==================== opb_status_bank
[src/rtl/opb_status_bank_pkg.sv]
// Shared constants and types for the OPB status bank: register offsets,
// channel accumulation modes and the bus FSM state encoding.
package opb_status_bank_pkg;

  localparam logic [31:0] REG_CTRL    = 32'h0000_0000;
  localparam logic [31:0] REG_INFO    = 32'h0000_0004;
  localparam logic [31:0] REG_CH_BASE = 32'h0000_0008;

  localparam logic [1:0] MODE_LIVE   = 2'd0;
  localparam logic [1:0] MODE_STICKY = 2'd1;
  localparam logic [1:0] MODE_PEAK   = 2'd2;

  localparam logic [15:0] INFO_ID = 16'h5342;

  typedef enum logic [1:0] {
    ST_IDLE,
    ST_ACK,
    ST_HOLD
  } opb_state_e;

endpackage

[src/rtl/opb_status_bank_chan.sv]
// One status channel: mode-dependent accumulator plus a shadow copy that
// software reads; the shadow tracks the accumulator unless frozen.
module status_chan
  import opb_status_bank_pkg::*;
#(
  parameter int         C_CH_WIDTH = 32,
  parameter logic [1:0] C_MODE     = MODE_LIVE
) (
  input  logic                  clk_sys,
  input  logic                  rst_b,
  input  logic                  valid,
  input  logic [C_CH_WIDTH-1:0] data,
  input  logic                  clear,
  input  logic                  freeze,
  output logic [C_CH_WIDTH-1:0] shadow
);

  // mode 3 is deliberately handled as live
  localparam bit IS_STICKY = (C_MODE == MODE_STICKY);
  localparam bit IS_PEAK   = (C_MODE == MODE_PEAK);

  logic [C_CH_WIDTH-1:0] acc_q, acc_base, acc_d;

  always_comb begin
    acc_base = acc_q;
    if (clear && (IS_STICKY || IS_PEAK)) acc_base = '0;
    acc_d = acc_base;
    if (valid) begin
      if (IS_STICKY)    acc_d = acc_base | data;
      else if (IS_PEAK) acc_d = (data > acc_base) ? data : acc_base;
      else              acc_d = data;
    end
  end

  always_ff @(posedge clk_sys or negedge rst_b) begin
    if (!rst_b) begin
      acc_q  <= '0;
      shadow <= '0;
    end else begin
      acc_q <= acc_d;
      if (!freeze) shadow <= acc_q;
    end
  end

endmodule

[src/rtl/opb_status_bank.sv]
// OPB slave exposing C_NUM_CH accumulated user status channels with a
// software-controlled freeze/clear, plus an identification register.
//
// state   | meaning
// IDLE    | waiting for an in-range OPB select
// ACK     | Sl_xferAck high, read data on Sl_DBus, write commits at the edge
// HOLD    | one dead cycle so the master can drop select
module opb_status_bank
  import opb_status_bank_pkg::*;
#(
  parameter logic [31:0]           C_BASEADDR   = 32'h0108_0600,
  parameter logic [31:0]           C_HIGHADDR   = 32'h0108_06FF,
  parameter int                    C_OPB_AWIDTH = 32,
  parameter int                    C_OPB_DWIDTH = 32,
  parameter int                    C_NUM_CH     = 8,
  parameter int                    C_CH_WIDTH   = 32,
  parameter logic [2*C_NUM_CH-1:0] C_CH_MODE    = '0,
  parameter string                 C_FAMILY     = "virtex5"
) (
  input  logic                             OPB_Clk,
  input  logic                             OPB_Rst_n,
  output logic [0:C_OPB_DWIDTH-1]          Sl_DBus,
  output logic                             Sl_errAck,
  output logic                             Sl_retry,
  output logic                             Sl_toutSup,
  output logic                             Sl_xferAck,
  input  logic [0:C_OPB_AWIDTH-1]          OPB_ABus,
  input  logic [0:3]                       OPB_BE,
  input  logic [0:C_OPB_DWIDTH-1]          OPB_DBus,
  input  logic                             OPB_RNW,
  input  logic                             OPB_select,
  input  logic                             OPB_seqAddr,
  input  logic [C_NUM_CH*C_CH_WIDTH-1:0]   user_data_in,
  input  logic [C_NUM_CH-1:0]              user_valid,
  output logic                             user_frozen
);

  opb_state_e state_q, state_d;

  logic [31:0]             addr, ofs;
  logic                    addr_hit;
  logic [29:0]             wofs_q;
  logic                    rnw_q, be3_q;
  logic [1:0]              wbits_q;
  logic                    freeze_q, clear_q;
  logic [C_OPB_DWIDTH-1:0] rd_data;
  logic [C_NUM_CH*C_CH_WIDTH-1:0] shadow;

  assign addr     = 32'(OPB_ABus);
  assign addr_hit = (addr >= C_BASEADDR) && (addr <= C_HIGHADDR);
  assign ofs      = addr - C_BASEADDR;

  always_comb begin
    state_d = state_q;
    case (state_q)
      ST_IDLE: if (OPB_select && addr_hit) state_d = ST_ACK;
      ST_ACK:  state_d = ST_HOLD;
      default: state_d = ST_IDLE;
    endcase
  end

  always_ff @(posedge OPB_Clk or negedge OPB_Rst_n) begin
    if (!OPB_Rst_n) begin
      state_q  <= ST_IDLE;
      wofs_q   <= '0;
      rnw_q    <= 1'b1;
      be3_q    <= 1'b0;
      wbits_q  <= '0;
      freeze_q <= 1'b0;
      clear_q  <= 1'b0;
    end else begin
      state_q <= state_d;
      clear_q <= 1'b0;
      if (state_q == ST_IDLE && state_d == ST_ACK) begin
        wofs_q  <= ofs[31:2];
        rnw_q   <= OPB_RNW;
        be3_q   <= OPB_BE[3];
        wbits_q <= {OPB_DBus[C_OPB_DWIDTH-2], OPB_DBus[C_OPB_DWIDTH-1]};
      end
      // CLEAR is a one-cycle pulse landing in the HOLD cycle
      if (state_q == ST_ACK && !rnw_q && be3_q && wofs_q == REG_CTRL[31:2]) begin
        freeze_q <= wbits_q[0];
        clear_q  <= wbits_q[1];
      end
    end
  end

  always_comb begin
    rd_data = '0;
    if (wofs_q == REG_CTRL[31:2]) begin
      rd_data[0] = freeze_q;
    end else if (wofs_q == REG_INFO[31:2]) begin
      rd_data[31:16] = INFO_ID;
      rd_data[15:8]  = 8'(C_CH_WIDTH);
      rd_data[7:0]   = 8'(C_NUM_CH);
    end else begin
      for (int i = 0; i < C_NUM_CH; i++) begin
        if (wofs_q == REG_CH_BASE[31:2] + 30'(i))
          rd_data[C_CH_WIDTH-1:0] = shadow[i*C_CH_WIDTH +: C_CH_WIDTH];
      end
    end
  end

  for (genvar i = 0; i < C_NUM_CH; i++) begin : g_ch
    status_chan #(
      .C_CH_WIDTH (C_CH_WIDTH),
      .C_MODE     (C_CH_MODE[2*i +: 2])
    ) u_chan (
      .clk_sys (OPB_Clk),
      .rst_b   (OPB_Rst_n),
      .valid   (user_valid[i]),
      .data    (user_data_in[i*C_CH_WIDTH +: C_CH_WIDTH]),
      .clear   (clear_q),
      .freeze  (freeze_q),
      .shadow  (shadow[i*C_CH_WIDTH +: C_CH_WIDTH])
    );
  end

  assign Sl_xferAck  = (state_q == ST_ACK);
  assign Sl_DBus     = (state_q == ST_ACK && rnw_q) ? rd_data : '0;
  assign Sl_errAck   = 1'b0;
  assign Sl_retry    = 1'b0;
  assign Sl_toutSup  = 1'b0;
  assign user_frozen = freeze_q;

  logic unused_bits;
  assign unused_bits = ^{OPB_seqAddr, OPB_BE[0:2], OPB_DBus[0:C_OPB_DWIDTH-3], ofs[1:0],
                         (C_FAMILY == "")};

endmodule

[config.mk]
export PLATFORM = sky130hd
export DESIGN_NAME = opb_status_bank
export DESIGN_NICKNAME = d
export VERILOG_FILES = /design/src/rtl/opb_status_bank_pkg.sv /design/src/rtl/opb_status_bank_chan.sv /design/src/rtl/opb_status_bank.sv
export SDC_FILE = /design/constraint.sdc
export NUM_CORES = 1
export LEC_CHECK = 0
export CAP_MARGIN = 25
export CORE_UTILIZATION = 50
export CTS_BUF_LIST = sky130_fd_sc_hd__clkbuf_8
export DETAILED_ROUTE_END_ITERATION = 12
export PLACE_DENSITY = 0.74
export SYNTH_ARGS = -nofsm -noshare
export SYNTH_HDL_FRONTEND = slang
export SYNTH_HIERARCHICAL = 1
export SYNTH_SLANG_ARGS = --single-unit
[constraint.sdc]
create_clock -name OPB_Clk -period 3.35 [get_ports OPB_Clk]
set_input_delay 0.5025 -clock OPB_Clk [delete_from_list [all_inputs] [get_ports OPB_Clk]]
set_output_delay 0.5025 -clock OPB_Clk [all_outputs]
set_load 0.05 [all_outputs]
==================== regfile_2r1w_sb
==> config.mk <==
export PLATFORM = sky130hd
export DESIGN_NAME = regfile_2r1w_sb
export DESIGN_NICKNAME = d
export VERILOG_FILES = /design/src/rtl/regfile_2r1w_sb.sv
export SDC_FILE = /design/constraint.sdc
export NUM_CORES = 1
export LEC_CHECK = 0
export CAP_MARGIN = 20
export CORE_MARGIN = 2
export CORE_UTILIZATION = 50
export CTS_CLUSTER_SIZE = 20
export DETAILED_ROUTE_END_ITERATION = 16
export PLACE_DENSITY = 0.73
export SYNTH_ARGS = -nofsm -noshare
export SYNTH_HDL_FRONTEND = slang
export SYNTH_SLANG_ARGS = --single-unit
==> constraint.sdc <==
create_clock -name clk -period 3.9 [get_ports clk]
set_input_delay 0.78 -clock clk [delete_from_list [all_inputs] [get_ports clk]]
set_output_delay 0.78 -clock clk [all_outputs]
set_load 0.02 [all_outputs]
==> src/rtl/regfile_2r1w_sb.sv <==
// Register file with two combinational read ports, one synchronous write port,
// optional hardwired-zero R0, write->read bypass and a busy scoreboard for RAW/WAW stalls.
module regfile_2r1w_sb #(
  parameter int NUM_REGS = 8,
  parameter int DATA_W   = 8,
  parameter int R0_ZERO  = 0,
  parameter int BYPASS   = 1,
  localparam int AW      = $clog2(NUM_REGS)
) (
  input  logic                clk,
  input  logic                rst,
  input  logic                rd_a_en,
  input  logic [AW-1:0]       rd_a_addr,
  output logic [DATA_W-1:0]   rd_a_data,
  input  logic                rd_b_en,
  input  logic [AW-1:0]       rd_b_addr,
  output logic [DATA_W-1:0]   rd_b_data,
  input  logic                wr_en,
  input  logic [AW-1:0]       wr_addr,
  input  logic [DATA_W-1:0]   wr_data,
  input  logic                issue_en,
  input  logic [AW-1:0]       issue_addr,
  output logic                stall,
  output logic [NUM_REGS-1:0] busy_vec
);

  localparam logic [AW:0] NREGS = (AW+1)'(NUM_REGS);

  logic [DATA_W-1:0]   regs [NUM_REGS];
  logic [NUM_REGS-1:0] busy;
  logic [NUM_REGS-1:0] busy_next;

  logic wr_ok, hit_a, hit_b, hit_i;
  logic busy_a, busy_b, waw, issue_ok;

  function automatic logic in_range(input logic [AW-1:0] a);
    return {1'b0, a} < NREGS;
  endfunction

  // Out-of-range indices and a hardwired R0 behave identically: read 0, never busy, never written.
  function automatic logic usable(input logic [AW-1:0] a);
    return in_range(a) && !((R0_ZERO != 0) && (a == '0));
  endfunction

  always_comb begin
    wr_ok = wr_en && usable(wr_addr);
    hit_a = (BYPASS != 0) && wr_ok && (wr_addr == rd_a_addr);
    hit_b = (BYPASS != 0) && wr_ok && (wr_addr == rd_b_addr);
    hit_i = (BYPASS != 0) && wr_ok && (wr_addr == issue_addr);

    rd_a_data = '0;
    if (usable(rd_a_addr))
      rd_a_data = hit_a ? wr_data : regs[rd_a_addr];
    rd_b_data = '0;
    if (usable(rd_b_addr))
      rd_b_data = hit_b ? wr_data : regs[rd_b_addr];

    busy_a = usable(rd_a_addr) && busy[rd_a_addr] && !hit_a;
    busy_b = usable(rd_b_addr) && busy[rd_b_addr] && !hit_b;
    waw    = issue_en && usable(issue_addr) && busy[issue_addr] && !hit_i;

    stall    = (rd_a_en && busy_a) || (rd_b_en && busy_b) || waw;
    issue_ok = issue_en && !stall && usable(issue_addr);

    // Set after clear so a same-edge issue to the written register stays pending.
    busy_next = busy;
    if (wr_ok)
      busy_next[wr_addr] = 1'b0;
    if (issue_ok)
      busy_next[issue_addr] = 1'b1;
  end

  always_ff @(posedge clk) begin
    if (rst) begin
      for (int unsigned i = 0; i < NUM_REGS; i++)
        regs[i] <= '0;
      busy <= '0;
    end else begin
      if (wr_ok)
        regs[wr_addr] <= wr_data;
      busy <= busy_next;
    end
  end

  assign busy_vec = busy;

endmodule

## Gallery

Where the registers sit.
image #1
The bar under the picture is 50 um long. Other sequential cells in the stronger gray, the rest of the logic in the fainter gray.
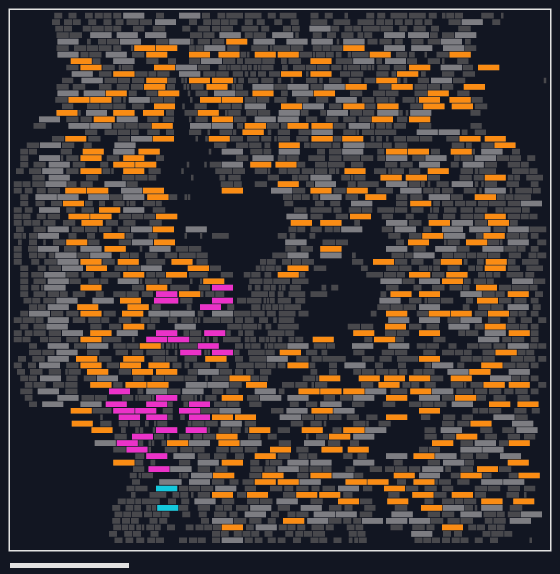
image #2
The bar under the picture is 20 um long. Other cells in gray.
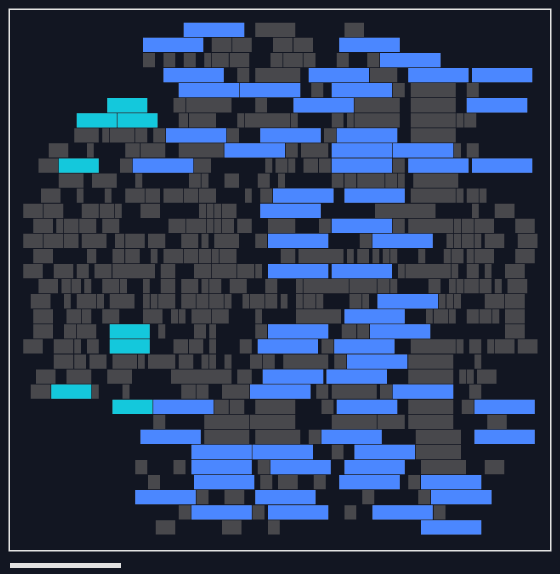
image #2: regfile_2r1w_sb
image #1: opb_status_bank
The one with the largest die is image #1.
The one with the most cells is image #1.

Key to image #2:
Key: regs = blue [flops 64]; busy_vec = cyan [flops 8]

Figure 1. I/O nets highlighted (opb_status_bank).
The bar under the picture is 50 um long.
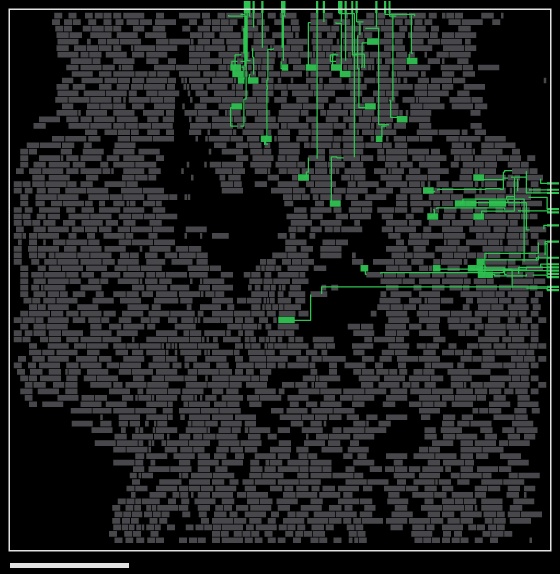
Key: Sl_DBus = green [bits 32, direction output, end cells 32, buffers 49, wire 1480 um]

==> writeup.txt, opb_status_bank <==
Per the final report, the share of cell area in non-clock buffers is 15.2%. The number of non-clock inverters was 4; the hold violation count in the final report was 0. Among all stages on the critical path, the maximum delay recorded is 530 ps.

Input and output buffers added on the ports amount to 333. The switching portion of total power comes to 23.9%. The worst path setup slack after routing is -343 ps, and the post-synthesis instance area is 0.0253 sq mm.

The logs give 2850 ps for the critical path data required time and 298 uV for the worst-case vdd ir drop. Leaving out fill and tap cells, the most frequent cell in the layout is dfrtp_1. The run gives 16.7 sq um for the mean post-synth cell area. Nature of the critical path startpoint: a flop.

The run gives 472 mW/mm^2 for the power per cell area. The share of the core area taken by cells at floorplan is 50.6%. Per the TritonCTS log, the buffer count is 90. The initial antenna violation count was 6; the hold-fix buffer count after cts was 1. For the sequential cell fraction of total power, the log shows 50.7%. Together, buffers and inverters on the worst path number 4.

The checks that failed: negative setup slack. The worst hold path passes through 2 cells. The run gives 32 as the number of setup violations in the final report. The post-route met1 wirelength came out at 28.6 mm.

The routing layer with the top usage in global route was met2. The sum of met2 wire segment lengths after detailed routing was 31.6 mm; the largest clock skew in the final design was 34.2 ps. The tools report the share of power burned in combinational logic as 11.8%.

Buffers added to address setup during post-CTS repair amount to 11. The flow ran to the end, but the final reports show violations. The post-detailed-routing wire length is 65.4 mm.

Root buffer cell: clkbuf_8. The run gives 227 um for the overall die height. By area, the class that comes first in the final layout consists of registers. The run gives 6 for the number of warnings printed during yosys synthesis.

The global routing report lists met1 layer usage as 34.4%. The post-placement worst setup slack came out at 6.99 ps. Critical path's slowest cell: dfrtp_4. The layout contains a multi-input combinational cell count of 857. The tools report the highest attainable clock frequency as 0.271 GHz. Relative to the synthesized area, the layout overhead comes to 26.3%. The critical path maximum fanout is 10. The run gives 33.6% for the logic gate fraction of the total cell area. The internal portion of the total power is 0.0115 W. After detailed routing, the met3 layer carries 3.40 mm of wire. The length of the first detailed-routing pass in iterations came out at 4.
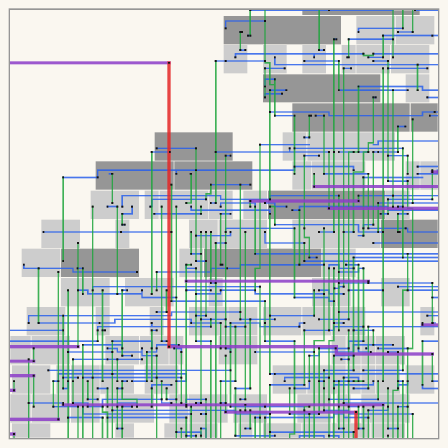
Figure 2: regfile_2r1w_sb, close-up of the layout.
Window x 4 to 44, y 53 to 93 um. Cells in gray, sequential cells in the stronger gray; small squares are vias.
Key: M3 = purple; M4 = red; M2 = green; M1 = blue
93 logic cells have their middle in the window. Most frequent: clkdlybuf4s50_1 (12), and2_1 (9). Netlist names of flops here include regs (5), busy_vec (4). Sequential cells in the window: 9.

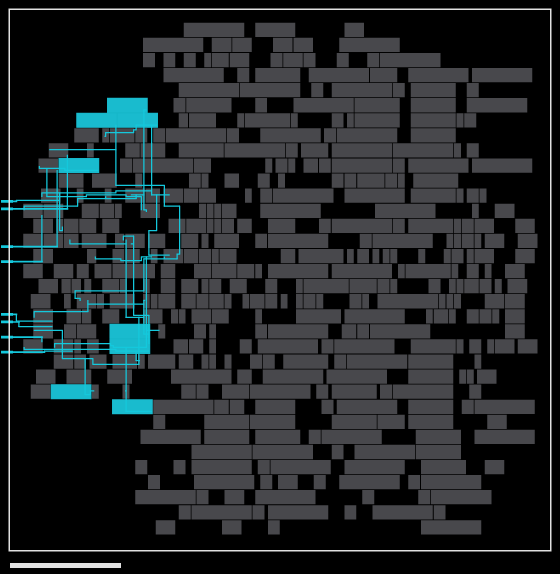
Figure 3: regfile_2r1w_sb, I/O nets highlighted.
The bar under the picture is 20 um long.
Key: busy_vec = cyan [bits 8, direction output, end cells 8, buffers 8, wire 541 um]

==> writeup.txt, regfile_2r1w_sb <==
The number of sequential cells is 72, and the register-to-register path setup slack is 2340 ps. In this run, CTS created clock tree buffers numbering 9. In this run the worst setup path begins at rd_a_addr[1]. Endpoints failing hold in the final report were tallied at 0. The floorplan has 34 rows. With the count of antenna-violating nets left after detailed routing at 0, the post-placement worst setup slack is 186 ps. The synthesized net count is 383, and the critical path data required time is 3120 ps. Of the post-synthesis cell area, the part taken by muxes is 17.9%.

The detailed router used layers up to and including met4. The flow ran to the end, and the final reports show no timing, DRC or antenna violations. The run gives 7.96 mm for the placed wire-length estimate. In the per-layer summary, the met1 wirelength comes to 4.66 mm. In this run the horizontal extent of the chip is 97.4 um. Looking at the post-CTS report, the setup buffer insertion count equals 0. For this run, the final setup violation count is recorded as 0. The combinational power reported by the tool is 0.000401 W. The most frequently used library cell after synthesis is and2_1. The tools report the total net switching power as 0.000513 W. The tools report the number of clock buffer instances in the layout as 10.

Most area-hungry cell type in the Yosys netlist: edfxtp_1. At the end of the flow the core is filled with cells to 61.1%. More flip-flops sit in one register than any other, and that register is regs. The top logic cell by instance count in the layout was and2_1.

Top cell type's share of synthesized area: 44.0%. Setup repair after global routing left no endpoint under its margin. Maximum clock path buffer count: 2. The category of cells accounting for the largest share of critical-path delay is buffers and inverters.

On met1, the global router reports a usage of 31.7%. The design draws 0.00195 W. The most frequent cell on the critical path is clkdlybuf4s50_1. The logic gate fraction of the total cell area works out to 39.7%. Worst min-delay path class: reg2reg. The worst-case vdd ir drop was 167 uV.

The count of tool warnings was 26. The synthesis report lists the most area-consuming cells as edfxtp_1, mux4_2, and2_1, dfxtp_1, nand2_1.


==> notes/layouts.md <==
Pictures saved along the way, in no particular order.

Clock wiring as the flow saved it.
Plate I
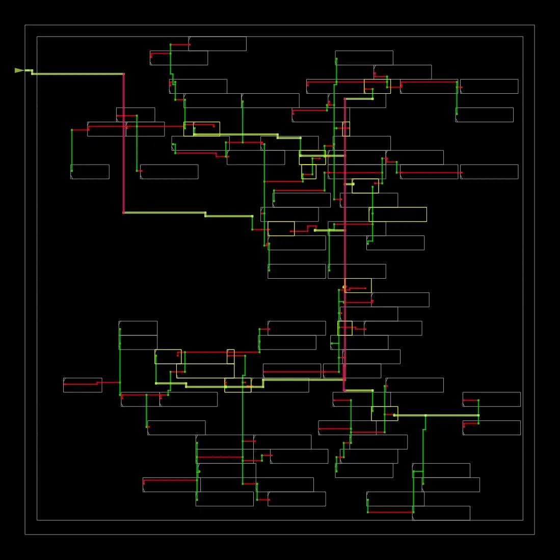
Plate II
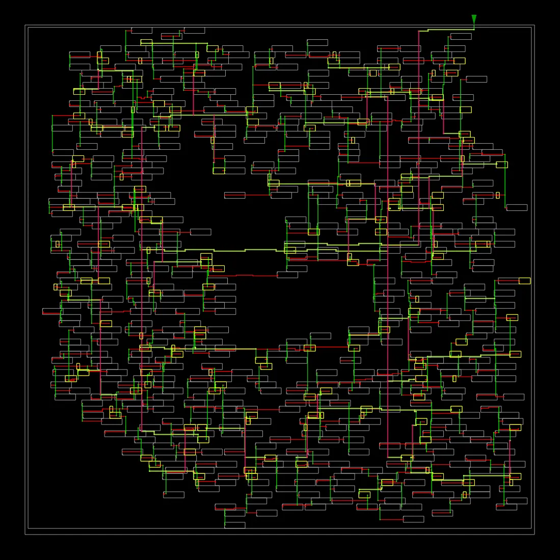
The one with the most clock buffers is Plate II.
The one with the most sequential cells is Plate II.
| picture | from |
|---|---|
| Plate I | regfile_2r1w_sb |
| Plate II | opb_status_bank |

Power is estimated from default activity; no workload was simulated.
